######## design 1 ########
===== src/rtl/pipeline_hazard_controller.sv =====
// ----------------------------------------------------------------------------
// pipeline_hazard_controller
//
// Purpose:
//   Hazard control for a classic 5-stage MIPS-style pipeline. It detects the
//   load-use hazard between EX and DEC and the HI/LO hazard against an
//   in-flight mult/div. From those and a branch redirect in EX it drives the
//   PC / IF-DEC / DEC-EX pipeline register controls. It also keeps saturating
//   stall and flush cycle counters.
//
// Handshake / timing:
//   There is no valid/ready pair. The control outputs PCWrite, FD_Write,
//   FD_Flush and DE_Bubble are purely combinational from the current inputs
//   and the registered MulDivBusy, so they take effect in the same cycle.
//   The cycle is resolved in this priority order: redirect first, then
//   load-use, then HI/LO, then normal advance.
//
// Ports:
//   Clk              in   single clock, rising edge
//   Rst              in   asynchronous active-low reset
//   Rs_DEC/Rt_DEC    in   source register fields of the DEC instruction
//   RsUsed_DEC       in   DEC instruction reads rs
//   RtUsed_DEC       in   DEC instruction reads rt
//   MemRead_EX       in   EX instruction is a load
//   RegWrite_EX      in   EX instruction writes a GPR
//   RegDst_EX        in   destination GPR of the EX instruction
//   Redirect_EX      in   taken branch / jump / jr resolved in EX
//   MulDivStart_DEC  in   DEC instruction is mult/multu/div/divu
//   HiLoRead_DEC     in   DEC instruction reads HI/LO
//   PCWrite          out  PC load enable
//   FD_Write         out  IF/DEC register load enable
//   FD_Flush         out  IF/DEC register loads a NOP
//   DE_Bubble        out  DEC/EX register loads a bubble
//   MulDivBusy       out  HI/LO owned by an in-flight mult/div (registered)
//   StallCount       out  saturating count of cycles with PCWrite low
//   FlushCount       out  saturating count of cycles with FD_Flush high
//   DbgState         out  FSM state (0 = RUN, 1 = MD_WAIT)
//   DbgMdCnt         out  mult/div occupancy down-counter
//
// MD_LATENCY: mult/div occupancy of HI/LO in cycles, legal range 1..15.
// ----------------------------------------------------------------------------
module pipeline_hazard_controller #(
    parameter int unsigned MD_LATENCY = 4
) (
    input  logic        Clk,
    input  logic        Rst,
    input  logic [4:0]  Rs_DEC,
    input  logic [4:0]  Rt_DEC,
    input  logic        RsUsed_DEC,
    input  logic        RtUsed_DEC,
    input  logic        MemRead_EX,
    input  logic        RegWrite_EX,
    input  logic [4:0]  RegDst_EX,
    input  logic        Redirect_EX,
    input  logic        MulDivStart_DEC,
    input  logic        HiLoRead_DEC,
    output logic        PCWrite,
    output logic        FD_Write,
    output logic        FD_Flush,
    output logic        DE_Bubble,
    output logic        MulDivBusy,
    output logic [15:0] StallCount,
    output logic [15:0] FlushCount,
    output logic        DbgState,
    output logic [3:0]  DbgMdCnt
);

    localparam logic [3:0] LP_MD_LAT = 4'(MD_LATENCY);

    typedef enum logic {
        ST_RUN     = 1'b0,
        ST_MD_WAIT = 1'b1
    } state_t;

    state_t      r_state;
    state_t      w_state_nxt;
    logic [3:0]  r_md_cnt;
    logic [3:0]  w_md_cnt_nxt;
    logic [15:0] r_stall_cnt;
    logic [15:0] r_flush_cnt;

    logic        w_lu;
    logic        w_hh;
    logic        w_accept;

    // Load-use: a load in EX writing a non-zero GPR that DEC reads.
    assign w_lu = MemRead_EX & RegWrite_EX & (RegDst_EX != 5'd0) &
                  ((RsUsed_DEC & (Rs_DEC == RegDst_EX)) |
                   (RtUsed_DEC & (Rt_DEC == RegDst_EX)));

    // HI/LO hazard: a new mult/div would also clobber the busy HI/LO.
    assign w_hh = MulDivBusy & (HiLoRead_DEC | MulDivStart_DEC);

    // A mult/div issues only in a cycle that advances normally.
    assign w_accept = MulDivStart_DEC & ~Redirect_EX & ~w_lu & ~w_hh;

    assign MulDivBusy = (r_state == ST_MD_WAIT);
    assign StallCount = r_stall_cnt;
    assign FlushCount = r_flush_cnt;
    assign DbgState   = r_state;
    assign DbgMdCnt   = r_md_cnt;

    // Pipeline controls. Reset forces normal advance regardless of inputs.
    always_comb begin
        PCWrite   = 1'b1;
        FD_Write  = 1'b1;
        FD_Flush  = 1'b0;
        DE_Bubble = 1'b0;
        if (Rst) begin
            if (Redirect_EX) begin
                FD_Flush  = 1'b1;
                DE_Bubble = 1'b1;
            end else if (w_lu || w_hh) begin
                PCWrite   = 1'b0;
                FD_Write  = 1'b0;
                DE_Bubble = 1'b1;
            end
        end
    end

    // Next state. A redirect does not touch the countdown: the mult/div is
    // older than the branch and still completes.
    always_comb begin
        w_state_nxt  = r_state;
        w_md_cnt_nxt = r_md_cnt;
        case (r_state)
            ST_RUN: begin
                if (w_accept) begin
                    w_state_nxt  = ST_MD_WAIT;
                    w_md_cnt_nxt = LP_MD_LAT;
                end
            end
            ST_MD_WAIT: begin
                // <= 1 also recovers from an illegal zero count.
                if (r_md_cnt <= 4'd1) begin
                    w_state_nxt  = ST_RUN;
                    w_md_cnt_nxt = 4'd0;
                end else begin
                    w_md_cnt_nxt = r_md_cnt - 4'd1;
                end
            end
            default: begin
                w_state_nxt  = ST_RUN;
                w_md_cnt_nxt = 4'd0;
            end
        endcase
    end

    always_ff @(posedge Clk or negedge Rst) begin
        if (!Rst) begin
            r_state  <= ST_RUN;
            r_md_cnt <= 4'd0;
        end else begin
            r_state  <= w_state_nxt;
            r_md_cnt <= w_md_cnt_nxt;
        end
    end

    always_ff @(posedge Clk or negedge Rst) begin
        if (!Rst) begin
            r_stall_cnt <= 16'd0;
            r_flush_cnt <= 16'd0;
        end else begin
            if (!PCWrite && (r_stall_cnt != 16'hFFFF)) begin
                r_stall_cnt <= r_stall_cnt + 16'd1;
            end
            if (FD_Flush && (r_flush_cnt != 16'hFFFF)) begin
                r_flush_cnt <= r_flush_cnt + 16'd1;
            end
        end
    end

endmodule

===== config.mk =====
export PLATFORM = sky130hd
export DESIGN_NAME = pipeline_hazard_controller
export DESIGN_NICKNAME = d
export VERILOG_FILES = /design/src/rtl/pipeline_hazard_controller.sv
export SDC_FILE = /design/constraint.sdc
export NUM_CORES = 1
export LEC_CHECK = 0
export CAP_MARGIN = 20
export CORE_ASPECT_RATIO = 1.5
export CORE_MARGIN = 2
export CORE_UTILIZATION = 40
export DETAILED_ROUTE_END_ITERATION = 8
export HOLD_SLACK_MARGIN = 0.02
export PLACE_DENSITY = 0.81
export SLEW_MARGIN = 10
export SYNTH_ARGS = -nofsm -noshare
export SYNTH_HDL_FRONTEND = slang
export SYNTH_SLANG_ARGS = --single-unit
export TNS_END_PERCENT = 30

===== constraint.sdc =====
create_clock -name Clk -period 7.05 [get_ports Clk]
set_input_delay 1.7625 -clock Clk [delete_from_list [all_inputs] [get_ports Clk]]
set_output_delay 1.7625 -clock Clk [all_outputs]
set_load 0.01 [all_outputs]

######## design 2 ########
File: src/rtl/ofs_fim_pcie_pkg.sv
// Shared types and constants for the PCIe control-shadow source.
// Bit positions of the 7-bit per-function config word are listed here so
// producers and consumers agree on the layout.
package ofs_fim_pcie_pkg;

  localparam int CTL_SHDW_CFG_W = 7;

  localparam int SHDW_ATS_EN    = 6;
  localparam int SHDW_TPH_EN    = 5;
  localparam int SHDW_TPH_ST_HI = 4;
  localparam int SHDW_TPH_ST_LO = 3;
  localparam int SHDW_MSIX_EN   = 2;
  localparam int SHDW_MSIX_MASK = 1;
  localparam int SHDW_BME       = 0;

  typedef struct packed {
    logic [1:0]                pf_num;
    logic [10:0]               vf_num;
    logic                      vf_active;
    logic [CTL_SHDW_CFG_W-1:0] cfg;
  } t_ctl_shdw;

  typedef enum logic [1:0] {
    IDLE,
    SWEEP,
    EMIT,
    GAP
  } t_shdw_tx_state;

endpackage

File: src/rtl/pcie_ctl_shdw_tx_pick.sv
// Fixed-priority picker: reports whether any bit of the dirty vector is set
// and the index of the lowest set bit (0 when none are set).
module pcie_ctl_shdw_pick #(
  parameter int N  = 20,
  parameter int IW = 5
) (
  input  logic [N-1:0]  vec,
  output logic          any_set,
  output logic [IW-1:0] low_idx
);

  // Scan from the top down so the lowest set index is the one left standing.
  always_comb begin
    any_set = |vec;
    low_idx = '0;
    for (int i = N - 1; i >= 0; i--) begin
      if (vec[i]) low_idx = IW'(i);
    end
  end

endmodule

File: src/rtl/pcie_ctl_shdw_tx.sv
// Control-shadow source: keeps a shadow of the per-function config bits for
// all PFs and VFs and streams single-entry updates to the shadow consumer,
// either for entries that were written or as a full-table sweep on request.
// Optional build macro CTL_SHDW_STATS_EN adds the upd_cnt/sweep_cnt counters.
//
//   state | meaning
//   IDLE  | waiting; a pending sweep wins over dirty entries
//   SWEEP | emitting table entry idx, walking 0..N-1
//   EMIT  | emitting the single dirty entry idx
//   GAP   | enforcing UPD_GAP idle cycles after a pulse, then SWEEP or IDLE
module pcie_ctl_shdw_tx
  import ofs_fim_pcie_pkg::*;
#(
  parameter int NUM_PF       = 4,
  parameter int NUM_VF       = 16,
  parameter int VF_PARENT_PF = 0,
  parameter int UPD_GAP      = 2
) (
  input  logic                      clk,
  input  logic                      reset,
  input  logic                      cfg_wr,
  input  logic                      cfg_wr_vf_active,
  input  logic [1:0]                cfg_wr_pf_num,
  input  logic [10:0]               cfg_wr_vf_num,
  input  logic [CTL_SHDW_CFG_W-1:0] cfg_wr_data,
  output logic                      cfg_wr_err,
  input  logic                      ctl_shdw_req_all,
  output logic                      ctl_shdw_update,
  output logic [1:0]                ctl_shdw_pf_num,
  output logic [10:0]               ctl_shdw_vf_num,
  output logic                      ctl_shdw_vf_active,
  output logic [CTL_SHDW_CFG_W-1:0] ctl_shdw_cfg,
  output logic                      busy
`ifdef CTL_SHDW_STATS_EN
  ,
  output logic [31:0]               upd_cnt,
  output logic [15:0]               sweep_cnt
`endif
);

  localparam int N  = NUM_PF + NUM_VF;
  localparam int IW = (N > 1) ? $clog2(N) : 1;
  localparam int GW = (UPD_GAP > 1) ? $clog2(UPD_GAP + 1) : 1;

  logic [CTL_SHDW_CFG_W-1:0] tbl [N];
  logic [N-1:0]              dirty;
  logic                      sweep_pend;
  logic                      req_all_q;
  logic                      in_sweep;
  t_shdw_tx_state            state;
  logic [IW-1:0]             idx;
  logic [GW-1:0]             gap_cnt;
  t_ctl_shdw                 shdw_q;
  logic                      update_q;
  logic                      err_q;

  logic                      wr_ok;
  logic [IW-1:0]             wr_idx;
  logic                      wr_hit;
  logic                      wr_bad;
  logic                      req_edge;
  logic                      last_idx;
  logic                      pick_any;
  logic [IW-1:0]             pick_idx;
  t_ctl_shdw                 emit_val;

  pcie_ctl_shdw_pick #(.N(N), .IW(IW)) u_pick (
    .vec     (dirty),
    .any_set (pick_any),
    .low_idx (pick_idx)
  );

  // Decode the write address into a flat table index and range-check it.
  always_comb begin
    wr_ok  = 1'b0;
    wr_idx = '0;
    if (cfg_wr_vf_active) begin
      wr_ok  = int'(cfg_wr_vf_num) < NUM_VF;
      wr_idx = IW'(NUM_PF + int'(cfg_wr_vf_num));
    end else begin
      wr_ok  = int'(cfg_wr_pf_num) < NUM_PF;
      wr_idx = IW'(cfg_wr_pf_num);
    end
  end

  assign wr_hit   = cfg_wr & wr_ok;
  assign wr_bad   = cfg_wr & ~wr_ok;
  assign req_edge = ctl_shdw_req_all & ~req_all_q;
  assign last_idx = (int'(idx) == N - 1);

  // Build the outgoing record for the currently selected table index.
  always_comb begin
    emit_val     = '0;
    emit_val.cfg = tbl[idx];
    if (int'(idx) >= NUM_PF) begin
      emit_val.pf_num    = 2'(VF_PARENT_PF);
      emit_val.vf_num    = 11'(int'(idx) - NUM_PF);
      emit_val.vf_active = 1'b1;
    end else begin
      emit_val.pf_num = 2'(idx);
    end
  end

  // Shadow table storage; out-of-range writes never reach here.
  always_ff @(posedge clk) begin
    if (reset) begin
      for (int i = 0; i < N; i++) tbl[i] <= '0;
    end else if (wr_hit) begin
      tbl[wr_idx] <= cfg_wr_data;
    end
  end

  // Sequencer: sweep/emit selection, dirty tracking and registered outputs.
  // A write landing on the entry being emitted re-sets its dirty bit because
  // the write assignment comes last, so the new value is sent again later.
  always_ff @(posedge clk) begin
    if (reset) begin
      state      <= IDLE;
      idx        <= '0;
      gap_cnt    <= '0;
      dirty      <= '0;
      sweep_pend <= 1'b0;
      req_all_q  <= 1'b0;
      in_sweep   <= 1'b0;
      update_q   <= 1'b0;
      shdw_q     <= '0;
      err_q      <= 1'b0;
    end else begin
      update_q  <= 1'b0;
      shdw_q    <= '0;
      err_q     <= wr_bad;
      req_all_q <= ctl_shdw_req_all;
      case (state)
        IDLE: begin
          if (sweep_pend) begin
            state      <= SWEEP;
            idx        <= '0;
            in_sweep   <= 1'b1;
            sweep_pend <= 1'b0;
          end else if (pick_any) begin
            state <= EMIT;
            idx   <= pick_idx;
          end
        end
        SWEEP: begin
          update_q   <= 1'b1;
          shdw_q     <= emit_val;
          dirty[idx] <= 1'b0;
          if (last_idx) in_sweep <= 1'b0;
          else          idx      <= idx + 1'b1;
          if (UPD_GAP > 0) begin
            state   <= GAP;
            gap_cnt <= GW'(UPD_GAP);
          end else if (last_idx) begin
            state <= IDLE;
          end
        end
        EMIT: begin
          update_q   <= 1'b1;
          shdw_q     <= emit_val;
          dirty[idx] <= 1'b0;
          if (UPD_GAP > 0) begin
            state   <= GAP;
            gap_cnt <= GW'(UPD_GAP);
          end else begin
            state <= IDLE;
          end
        end
        GAP: begin
          if (gap_cnt == GW'(1)) state <= in_sweep ? SWEEP : IDLE;
          else                   gap_cnt <= gap_cnt - 1'b1;
        end
        default: state <= IDLE;
      endcase
      if (wr_hit)   dirty[wr_idx] <= 1'b1;
      if (req_edge) sweep_pend    <= 1'b1;
    end
  end

  assign cfg_wr_err         = err_q;
  assign ctl_shdw_update    = update_q;
  assign ctl_shdw_pf_num    = shdw_q.pf_num;
  assign ctl_shdw_vf_num    = shdw_q.vf_num;
  assign ctl_shdw_vf_active = shdw_q.vf_active;
  assign ctl_shdw_cfg       = shdw_q.cfg;
  assign busy               = sweep_pend | in_sweep | (|dirty);

`ifdef CTL_SHDW_STATS_EN
  // Saturating pulse and completed-sweep counters.
  always_ff @(posedge clk) begin
    if (reset) begin
      upd_cnt   <= '0;
      sweep_cnt <= '0;
    end else begin
      if ((state == SWEEP || state == EMIT) && upd_cnt != '1)
        upd_cnt <= upd_cnt + 32'd1;
      if (state == SWEEP && last_idx && sweep_cnt != '1)
        sweep_cnt <= sweep_cnt + 16'd1;
    end
  end
`endif

endmodule

File: config.mk
export PLATFORM = sky130hd
export DESIGN_NAME = pcie_ctl_shdw_tx
export DESIGN_NICKNAME = d
export VERILOG_FILES = /design/src/rtl/ofs_fim_pcie_pkg.sv /design/src/rtl/pcie_ctl_shdw_tx_pick.sv /design/src/rtl/pcie_ctl_shdw_tx.sv
export SDC_FILE = /design/constraint.sdc
export NUM_CORES = 1
export LEC_CHECK = 0
export CORE_UTILIZATION = 57
export CTS_BUF_LIST = sky130_fd_sc_hd__clkbuf_2 sky130_fd_sc_hd__clkbuf_4 sky130_fd_sc_hd__clkbuf_8
export CTS_CLUSTER_DIAMETER = 200
export DETAILED_ROUTE_END_ITERATION = 10
export HOLD_SLACK_MARGIN = 0.1
export PLACE_DENSITY = 0.79
export REMOVE_ABC_BUFFERS = 1
export SYNTH_ARGS = -nofsm -noshare
export SYNTH_HDL_FRONTEND = slang
export SYNTH_SLANG_ARGS = --single-unit
File: constraint.sdc
create_clock -name clk -period 2.55 [get_ports clk]
set_input_delay 0.51 -clock clk [delete_from_list [all_inputs] [get_ports clk]]
set_output_delay 0.51 -clock clk [all_outputs]
set_load 0.03 [all_outputs]
######## design 3 ########
===== src/rtl/icache_responder.sv =====
// Direct-mapped, read-only instruction cache between the datapath fetch port and the memory controller.
// Define ICACHE_STATS_EN to add the hit_count/miss_count statistics outputs.
module icache_responder #(
   parameter int SETS = 16
) (
   input  logic        CLK,
   input  logic        RST,
   input  logic        imemREN,
   input  logic [31:0] imemaddr,
   output logic        ihit,
   output logic [31:0] imemload,
   input  logic        invalidate,
   output logic        iREN,
   output logic [31:0] iaddr,
   input  logic        iwait,
   input  logic [31:0] iload
`ifdef ICACHE_STATS_EN
   ,
   output logic [31:0] hit_count,
   output logic [31:0] miss_count
`endif
);

   localparam int IDX  = $clog2(SETS);
   localparam int TAGW = 30 - IDX;

   typedef enum logic {
      IDLE,
      FETCH
   } state_t;

   state_t state, next_state;

   logic [SETS-1:0] valid;
   logic [TAGW-1:0] tags  [SETS];
   logic [31:0]     words [SETS];

   logic [29:0]     miss_word;
   logic [IDX-1:0]  req_idx;
   logic [IDX-1:0]  fill_idx;
   logic [TAGW-1:0] req_tag;
   logic            lookup_hit;
   logic            start_miss;
   logic            fill;
   logic            unused_addr_bits;

   assign req_idx          = imemaddr[IDX+1:2];
   assign req_tag          = imemaddr[31:IDX+2];
   assign fill_idx         = miss_word[IDX-1:0];
   assign lookup_hit       = valid[req_idx] && (tags[req_idx] == req_tag);
   assign iaddr            = {miss_word, 2'b00};
   assign unused_addr_bits = ^imemaddr[1:0];

   always_ff @(posedge CLK) begin
      if (RST) begin
         state <= IDLE;
      end else begin
         state <= next_state;
      end
   end

   // Hits are answered combinationally in IDLE; FETCH blocks every request until the fill word arrives.
   always_comb begin
      next_state = state;
      ihit       = 1'b0;
      imemload   = 32'h0;
      iREN       = 1'b0;
      start_miss = 1'b0;
      fill       = 1'b0;
      case (state)
         IDLE: begin
            if (imemREN) begin
               if (lookup_hit) begin
                  ihit     = 1'b1;
                  imemload = words[req_idx];
               end else begin
                  start_miss = 1'b1;
                  next_state = FETCH;
               end
            end
         end
         FETCH: begin
            iREN = 1'b1;
            if (!iwait) begin
               fill       = 1'b1;
               next_state = IDLE;
            end
         end
         default: next_state = IDLE;
      endcase
   end

   // The fill's valid-bit set comes after the invalidate clear, so the frame being filled survives.
   always_ff @(posedge CLK) begin
      if (RST) begin
         valid     <= '0;
         miss_word <= '0;
      end else begin
         if (start_miss) begin
            miss_word <= imemaddr[31:2];
         end
         if (invalidate) begin
            valid <= '0;
         end
         if (fill) begin
            valid[fill_idx] <= 1'b1;
         end
      end
   end

   always_ff @(posedge CLK) begin
      if (fill && !RST) begin
         tags[fill_idx]  <= miss_word[29:IDX];
         words[fill_idx] <= iload;
      end
   end

`ifdef ICACHE_STATS_EN
   always_ff @(posedge CLK) begin
      if (RST) begin
         hit_count  <= '0;
         miss_count <= '0;
      end else begin
         if (ihit) begin
            hit_count <= hit_count + 32'd1;
         end
         if (start_miss) begin
            miss_count <= miss_count + 32'd1;
         end
      end
   end
`endif

endmodule

===== config.mk =====
export PLATFORM = sky130hd
export DESIGN_NAME = icache_responder
export DESIGN_NICKNAME = d
export VERILOG_FILES = /design/src/rtl/icache_responder.sv
export SDC_FILE = /design/constraint.sdc
export NUM_CORES = 1
export LEC_CHECK = 0
export ABC_AREA = 0
export ABC_CLOCK_PERIOD_IN_PS = 6480
export CELL_PAD_IN_SITES_DETAIL_PLACEMENT = 1
export CELL_PAD_IN_SITES_GLOBAL_PLACEMENT = 2
export CORE_UTILIZATION = 30
export DETAILED_ROUTE_END_ITERATION = 6
export MAX_ROUTING_LAYER = met4
export PLACE_DENSITY_LB_ADDON = 0.15
export SYNTH_ARGS = -nofsm -noshare
export SYNTH_HDL_FRONTEND = slang
export SYNTH_SLANG_ARGS = --single-unit

===== constraint.sdc =====
create_clock -name CLK -period 6.48 [get_ports CLK]
set_input_delay 0.648 -clock CLK [delete_from_list [all_inputs] [get_ports CLK]]
set_output_delay 0.648 -clock CLK [all_outputs]
set_load 0.05 [all_outputs]

######## design 4 ########
==> src/rtl/sync_fifo_stream_reader.sv <==
// Read-side drain engine for Sync_fifo: pops words over rd_en/empty/dout and re-presents them as a
// valid/ready stream through a 2-entry buffer. Define SYNC_FIFO_RD_CNT_EN to add the rd_word_cnt port.
module sync_fifo_stream_reader #(
    parameter int DATA_WIDTH = 8
`ifdef SYNC_FIFO_RD_CNT_EN
    , parameter int CNT_WIDTH = 16
`endif
) (
    input  logic                  clk,
    input  logic                  rst,
    input  logic                  fifo_empty,
    output logic                  fifo_rd_en,
    input  logic [DATA_WIDTH-1:0] fifo_dout,
    output logic                  m_valid,
    output logic [DATA_WIDTH-1:0] m_data,
    input  logic                  m_ready
`ifdef SYNC_FIFO_RD_CNT_EN
    , output logic [CNT_WIDTH-1:0] rd_word_cnt
`endif
);

    typedef enum logic [1:0] {
        EMPTY = 2'd0,
        ONE   = 2'd1,
        TWO   = 2'd2
    } buf_state_e;

    buf_state_e            state_q, state_d;
    logic [DATA_WIDTH-1:0] head_q, head_d;
    logic [DATA_WIDTH-1:0] tail_q, tail_d;
    logic                  inflight_q;
    logic                  capture;
    logic                  pop;
    logic [1:0]            occupancy;

    assign capture   = inflight_q;
    assign pop       = (state_q != EMPTY) & m_ready;
    // Encoding equals buffered word count, so occupancy covers words held plus the one on its way.
    assign occupancy = 2'(state_q) + {1'b0, inflight_q};

    always_ff @(posedge clk) begin
        // NOTE: non-blocking assignments make every register sample pre-edge values, independent of statement order.
        if (rst) begin
            state_q    <= EMPTY;
            inflight_q <= 1'b0;
            head_q     <= '0;
            tail_q     <= '0;
        end else begin
            state_q    <= state_d;
            inflight_q <= fifo_rd_en;
            head_q     <= head_d;
            tail_q     <= tail_d;
        end
    end

    always_comb begin
        // NOTE: defaulting every target to its held value first keeps this block free of inferred latches.
        state_d = state_q;
        head_d  = head_q;
        tail_d  = tail_q;
        case (state_q)
            EMPTY: begin
                if (capture) begin
                    state_d = ONE;
                    head_d  = fifo_dout;
                end
            end
            ONE: begin
                if (capture && !pop) begin
                    state_d = TWO;
                    tail_d  = fifo_dout;
                end else if (capture && pop) begin
                    head_d  = fifo_dout;
                end else if (pop) begin
                    state_d = EMPTY;
                end
            end
            TWO: begin
                if (pop) begin
                    state_d = ONE;
                    head_d  = tail_q;
                end
            end
            default: state_d = EMPTY;
        endcase
    end

    always_comb begin
        m_valid    = (state_q != EMPTY);
        m_data     = head_q;
        // Top up only while the buffer has room, counting a pop this cycle as freed space.
        fifo_rd_en = !rst && !fifo_empty &&
                     ((occupancy < 2'd2) || ((occupancy == 2'd2) && pop));
    end

    always_ff @(posedge clk) begin
        if (!rst) begin
            assert (!((state_q == TWO) && capture));
        end
    end

`ifdef SYNC_FIFO_RD_CNT_EN
    logic [CNT_WIDTH-1:0] cnt_q;

    always_ff @(posedge clk) begin
        if (rst) begin
            cnt_q <= '0;
        end else if (pop) begin
            cnt_q <= cnt_q + CNT_WIDTH'(1);
        end
    end

    assign rd_word_cnt = cnt_q;
`endif

endmodule
==> config.mk <==
export PLATFORM = sky130hd
export DESIGN_NAME = sync_fifo_stream_reader
export DESIGN_NICKNAME = d
export VERILOG_FILES = /design/src/rtl/sync_fifo_stream_reader.sv
export SDC_FILE = /design/constraint.sdc
export NUM_CORES = 1
export LEC_CHECK = 0
export ABC_AREA = 1
export CORE_MARGIN = 2
export CORE_UTILIZATION = 50
export CTS_CLUSTER_SIZE = 40
export DETAILED_ROUTE_END_ITERATION = 7
export GPL_TIMING_DRIVEN = 0
export PLACE_DENSITY_LB_ADDON = 0.08
export SYNTH_ARGS = -nofsm -noshare
export SYNTH_HDL_FRONTEND = slang
export SYNTH_SLANG_ARGS = --single-unit
==> constraint.sdc <==
create_clock -name clk -period 3.7 [get_ports clk]
set_input_delay 0.925 -clock clk [delete_from_list [all_inputs] [get_ports clk]]
set_output_delay 0.925 -clock clk [all_outputs]
set_load 0.02 [all_outputs]
**Design 1: where the registers sit**

Scale bar: 20 um. Other sequential cells in the stronger gray, the rest of the logic in the fainter gray.
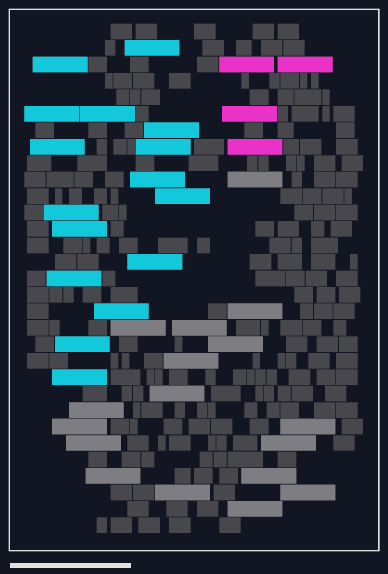
signal	color	placed flops
DbgMdCnt	magenta	4
FlushCount	cyan	16
not colored	17

==> flow_metrics.env, design 1 <==
# source this file to load flow results
export IMPL_status="complete, no violations"
export IMPL_dp_cells=306
export IMPL_async_reset_ff_share_pct=100
export IMPL_worstSetupEndpoint="FD_Write"
export IMPL_report_final_slew_viol_count=0
export IMPL_antenna_found_initial=0
export IMPL_viasPerCell=4.99
export IMPL_wl_per_cell_um=13.5
export IMPL_grtUsageMet1_pct=19.2
export IMPL_fin_nets=275
export IMPL_critPathKind="in2out"
export IMPL_end_kind="output pin"
export IMPL_cts_hold_buffers=0
export IMPL_synth_xor_xnor_area_share_pct=18.5
export IMPL_common_cells="dfrtp_1, xnor2_1, xor2_1, nand2_1, nand3_1"
export IMPL_synth_main_ff_cell="dfrtp_1"
export IMPL_comb_share_pct=35.2
export IMPL_cp_depth=6
export IMPL_r2r_slack_ps=4840
export IMPL_critPathBufInv=2
export IMPL_layout_non_clock_inverters=4
export IMPL_synthAoiAreaFrac_pct=5.81
export IMPL_top_cell_area_share_pct=47.8
export IMPL_n_all_buffers=66
export IMPL_syn_inst=180
export IMPL_buf_share_pct=24.0
export IMPL_top_layer="met4"
export IMPL_holdCritStartpoint="StallCount[5]"
export IMPL_rows=31
export IMPL_drc=0
export IMPL_power_frac_comb_pct=35.3
export IMPL_taps=66
export IMPL_ys_sh_simple_pct=20.8
export IMPL_logic_family="simple AND/OR/NAND/NOR gates"
export IMPL_yosys_area_sq_um=1940
export IMPL_ys_seq_elements=37
export IMPL_clock_buffers=7
export IMPL_cp_data_required_time_ps=5290
export IMPL_seq_area_sq_um=926
export IMPL_max_freq_ghz=0.174
export IMPL_rsz0062_at_grt="no"
export IMPL_final_area_sq_um=2720
export IMPL_grt_pass1_vias=1497
export IMPL_post_place_ws_ps=1300
export IMPL_hold_viol_final=0
export IMPL_cp_arrival_ps=3990
export IMPL_first_iter_violations=36
export IMPL_crit_path_max_incr_delay_ps=580
export IMPL_htree_levels=2
export IMPL_edf_count=0
export IMPL_stdcell_count=313
export IMPL_synth_area_per_cell_sq_um=10.8
export IMPL_fp_util_pct=40.9
export IMPL_synthMuxAreaShare_pct=1.74
export IMPL_clkCellAreaFrac_pct=3.17
export IMPL_p_sw_uw=227
export IMPL_powerSeq_uw=309
export IMPL_cts_resized=0
export IMPL_fill_cells=425
export IMPL_ios=66
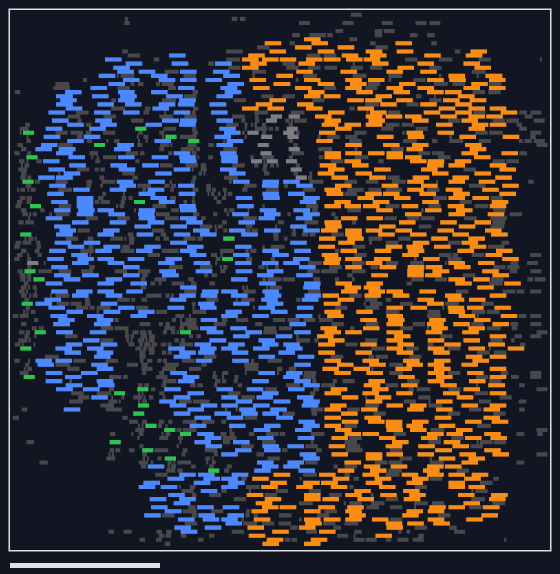
**Above:** design 3 (where the registers sit).
Scale bar: 100 um. Other sequential cells in the stronger gray, the rest of the logic in the fainter gray.
signal	color	placed flops
miss_word	green	30
words	orange	512
tags	blue	416
not colored	17

==> flow_metrics.env, design 3 <==
# source this file to load flow results
export IMPL_status="complete, no violations"
export IMPL_nMultiInputCombCells=660
export IMPL_seq_area_share_pct=62.4
export IMPL_cts_setup_buffers=0
export IMPL_numSequentialCells=975
export IMPL_taps=1662
export IMPL_cts_buffers=110
export IMPL_power_group_top="registers"
export IMPL_numClockSinks=975
export IMPL_worst_hold_path_num_cells=1
export IMPL_dp_cells=3491
export IMPL_powerSeq_uw=7090
export IMPL_report_final_slew_viol_count=0
export IMPL_synth_xor_xnor_area_share_pct=0.635
export IMPL_setup_viol=0
export IMPL_p_leak_uw=0.0146
export IMPL_logic_family="multiplexers"
export IMPL_buf_share_pct=4.79
export IMPL_hold_end="valid[14]"
export IMPL_tightest_slew_ps=1060
export IMPL_totalPowerFinal_uw=14200
export IMPL_ys_seq_share_pct=74.6
export IMPL_finalSetupTns_ps=0
export IMPL_synthMuxAreaShare_pct=17.2
export IMPL_fp_dieH_um=361
export IMPL_grtUsageMet1_pct=22.4
export IMPL_holdCritStartpoint="valid[14]"
export IMPL_edf_count=928
export IMPL_grtUsageMet2_pct=27.1
export IMPL_synth_area_per_cell_sq_um=22.1
export IMPL_cp_data_required_time_ps=5830
export IMPL_fill_cells=12200
export IMPL_n_all_buffers=191
export IMPL_synth_main_ff_cell="edfxtp_1"
export IMPL_antenna_cells=4
export IMPL_die_x_um=361
export IMPL_reg_top3="words (512), tags (416), miss_word (30)"
export IMPL_end_kind="output pin"
export IMPL_lay_top_count="edfxtp_1"
export IMPL_cp_max_fo=43
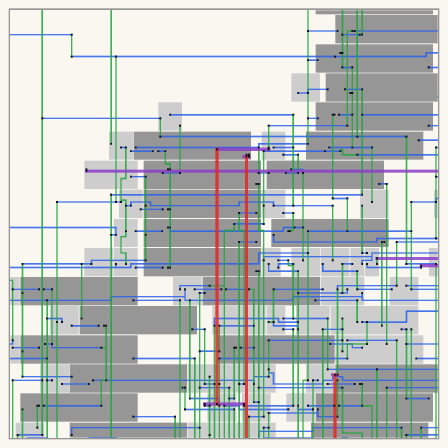
**Above:** design 2 (a small window of the routed layout).
Region (17, 91) to (57, 131) um. Cells in gray, sequential cells in the stronger gray; small squares are vias.
layer	color
metal 4	red
metal 2	green
metal 1	blue
metal 3	purple
cells with their middle in the window	56
netlist names of flops here include	tbl (23)
most frequent	edfxtp_1 (23), and2_2 (7), and2_1 (7)
sequential cells in the window	23

==> flow_metrics.env, design 2 <==
# source this file to load flow results
export IMPL_powerClk_uw=3820
export IMPL_ios=49
export IMPL_ys_sh_simple_pct=13.4
export IMPL_final_layout_top_logic_cells="edfxtp_1, and2_1, buf_4"
export IMPL_cts_buffer_depth=3
export IMPL_cp_depth=5
export IMPL_cp_start_kind="flop"
export IMPL_p_sw_uw=3120
export IMPL_top_area_cell="edfxtp_1"
export IMPL_setup_viol=0
export IMPL_async_reset_ff_share_pct=0
export IMPL_htree_levels=2
export IMPL_max_freq_ghz=0.401
export IMPL_internal_power_uw=8160
export IMPL_power_group_top="registers"
export IMPL_die_x_um=148
export IMPL_seq_area_sq_um=7740
export IMPL_largest_register="tbl"
export IMPL_worstPathCellList="nor4_4 -> buf_4 -> nand4_1 -> or3_4 -> buf_6"
export IMPL_dr_pass1_iters=6
export IMPL_pwr_share_clk_pct=33.9
export IMPL_r2r_cells=6
export IMPL_min_path_type="reg2reg"
export IMPL_ys_types=52
export IMPL_report_final_slew_viol_count=0
export IMPL_final_area_sq_um=14500
export IMPL_synth_xor_xnor_area_share_pct=0.145
export IMPL_ctsRootBufferMaster="clkbuf_8"
export IMPL_ir_drop_mv=0.469
export IMPL_rows=52
export IMPL_status="complete, no violations"
export IMPL_wl_met2_mm=14.0
export IMPL_post_place_ws_ps=-339
export IMPL_buf_share_pct=9.39
export IMPL_hold_slack_ps=474
export IMPL_fin_crit_sh_pct=97.8
export IMPL_openroad_warnings=33
export IMPL_yosys_warnings=0
export IMPL_wl_per_cell_um=22.9
export IMPL_grt_max_degree=33
export IMPL_largest_reg_flops=224
export IMPL_r2r_end="ctl_shdw_vf_num[5]"
export IMPL_power_frac_comb_pct=19.6
export IMPL_grt_overflow_total=0
export IMPL_dpl_cell_area_sq_um=13500
export IMPL_top_layer="met4"
export IMPL_grt_use_met3_pct=4.81
export IMPL_holdCritStartpoint="gap_cnt[0]"
export IMPL_comb_area_sq_um=4060
export IMPL_topCellsByArea="edfxtp_1, mux4_2, dfxtp_1, and2_1, a22oi_1"
export IMPL_largest_class="sequential cells"
export IMPL_powerSeq_uw=5250
export IMPL_top_usage_layer="met2"
export IMPL_dp_cells=1199
export IMPL_critPathBufInv=2
export IMPL_numClockSinks=274
export IMPL_drive_gt1_share_pct=28.7
export IMPL_antenna_found_initial=0
export IMPL_top_cell_area_share_pct=55.7
export IMPL_die_area_sq_um=21800
export IMPL_period_minus_slack_ps=2490
export IMPL_synth_main_ff_cell="edfxtp_1"
export IMPL_syn_inst=828
export IMPL_wl_met3_mm=2.67
export IMPL_cp_max_fo=6
export IMPL_cts_resized=4
export IMPL_fp_dieH_um=148
export IMPL_critPathKind="reg2out"
**Design 4: clock routing**

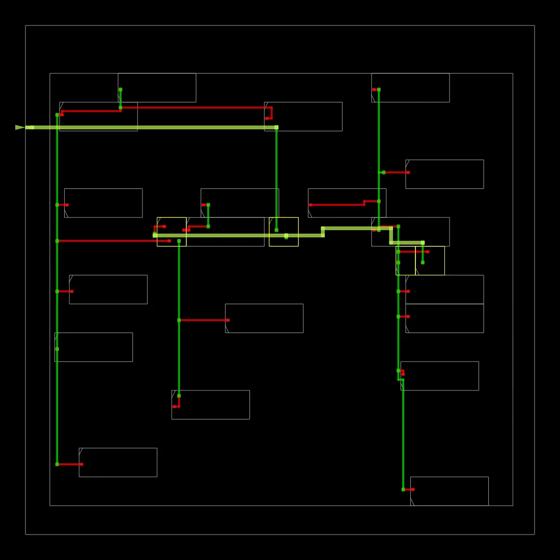
clock latency (worst-skew pair): 300 ps
clk_skew: 12.0 ps
Clk. pwr: 104 uW

==> flow_metrics.env, design 4 <==
# source this file to load flow results
export IMPL_wl_met1_um=951
export IMPL_grt_use_met3_pct=7.92
export IMPL_fill_cells=160
export IMPL_finalWorstSetupSlack_ps=226
export IMPL_cp_arrival_ps=2550
export IMPL_grt_overflow_total=0
export IMPL_pwr_share_clk_pct=26.3
export IMPL_antenna_cells=0
export IMPL_cts_buffers=3
export IMPL_taps=25
export IMPL_antenna_left=0
export IMPL_synthAoiAreaFrac_pct=14.5
export IMPL_powerSeq_uw=216
export IMPL_ys_seq_elements=19
export IMPL_common_cells="nand2_1, nor2_1, dfxtp_1, nand3_1, o21ai_0"
export IMPL_status="complete, no violations"
export IMPL_synth_area_per_cell_sq_um=7.82
export IMPL_comb_share_pct=42.3


==> layout pictures side by side <==
Signal wires by layer.
Two of the layers only.
(a)
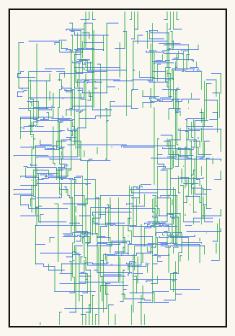
(b)
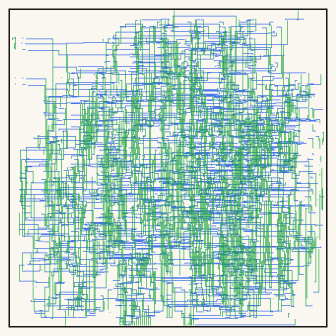
(c)
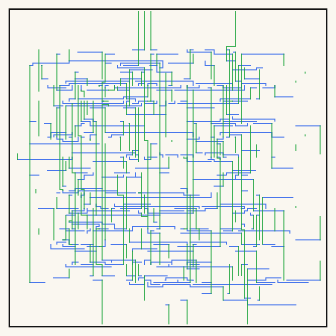
(d)
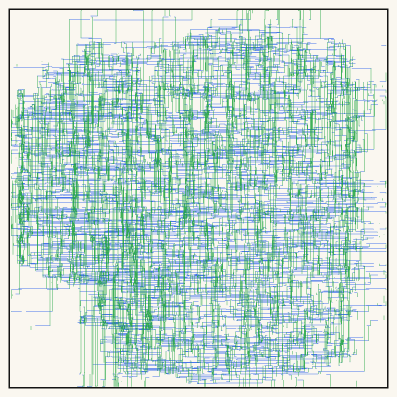
(c): design 4
(d): design 3
(b): design 2
(a): design 1
- most wire: (d)
- least wire: (c)

Key to (b):
layer	color	wire length
metal 1	blue	11,500 um
metal 2	green	14,000 um


==> screenshots <==
Clock routing.
picture 1
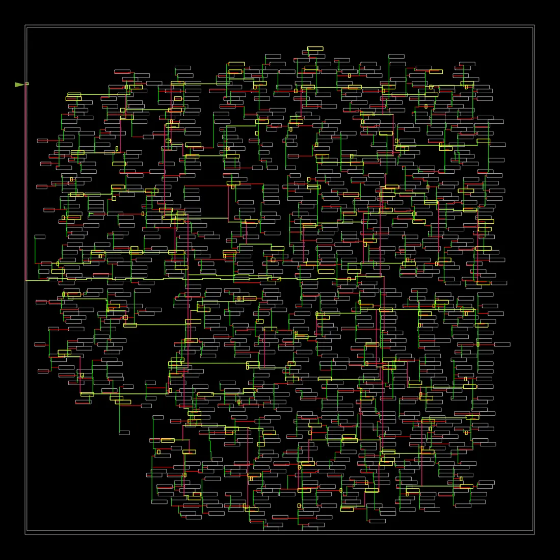
picture 2
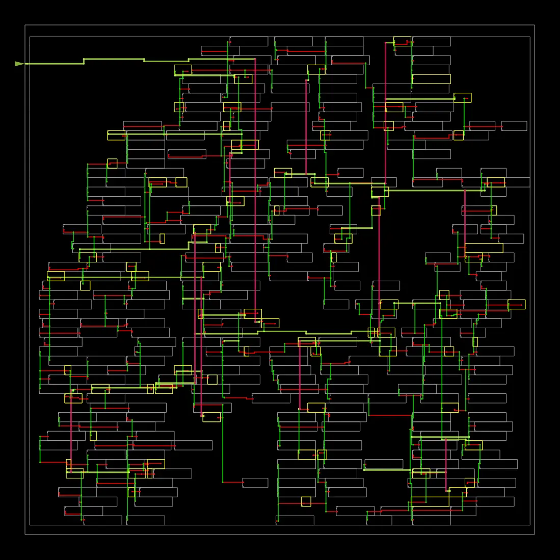
picture 3
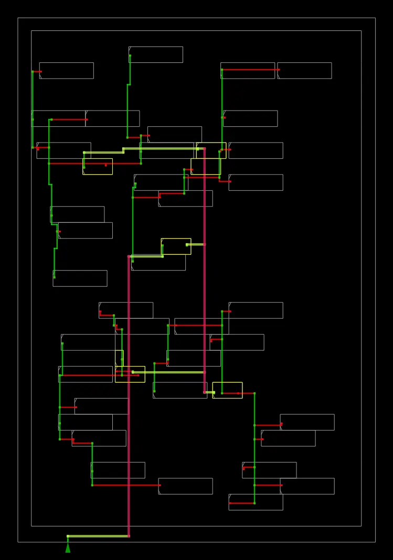
Of these, most clock buffers: picture 1
- design 1 = picture 3
- design 2 = picture 2
- design 3 = picture 1

Power and IR drop assume default switching activity.
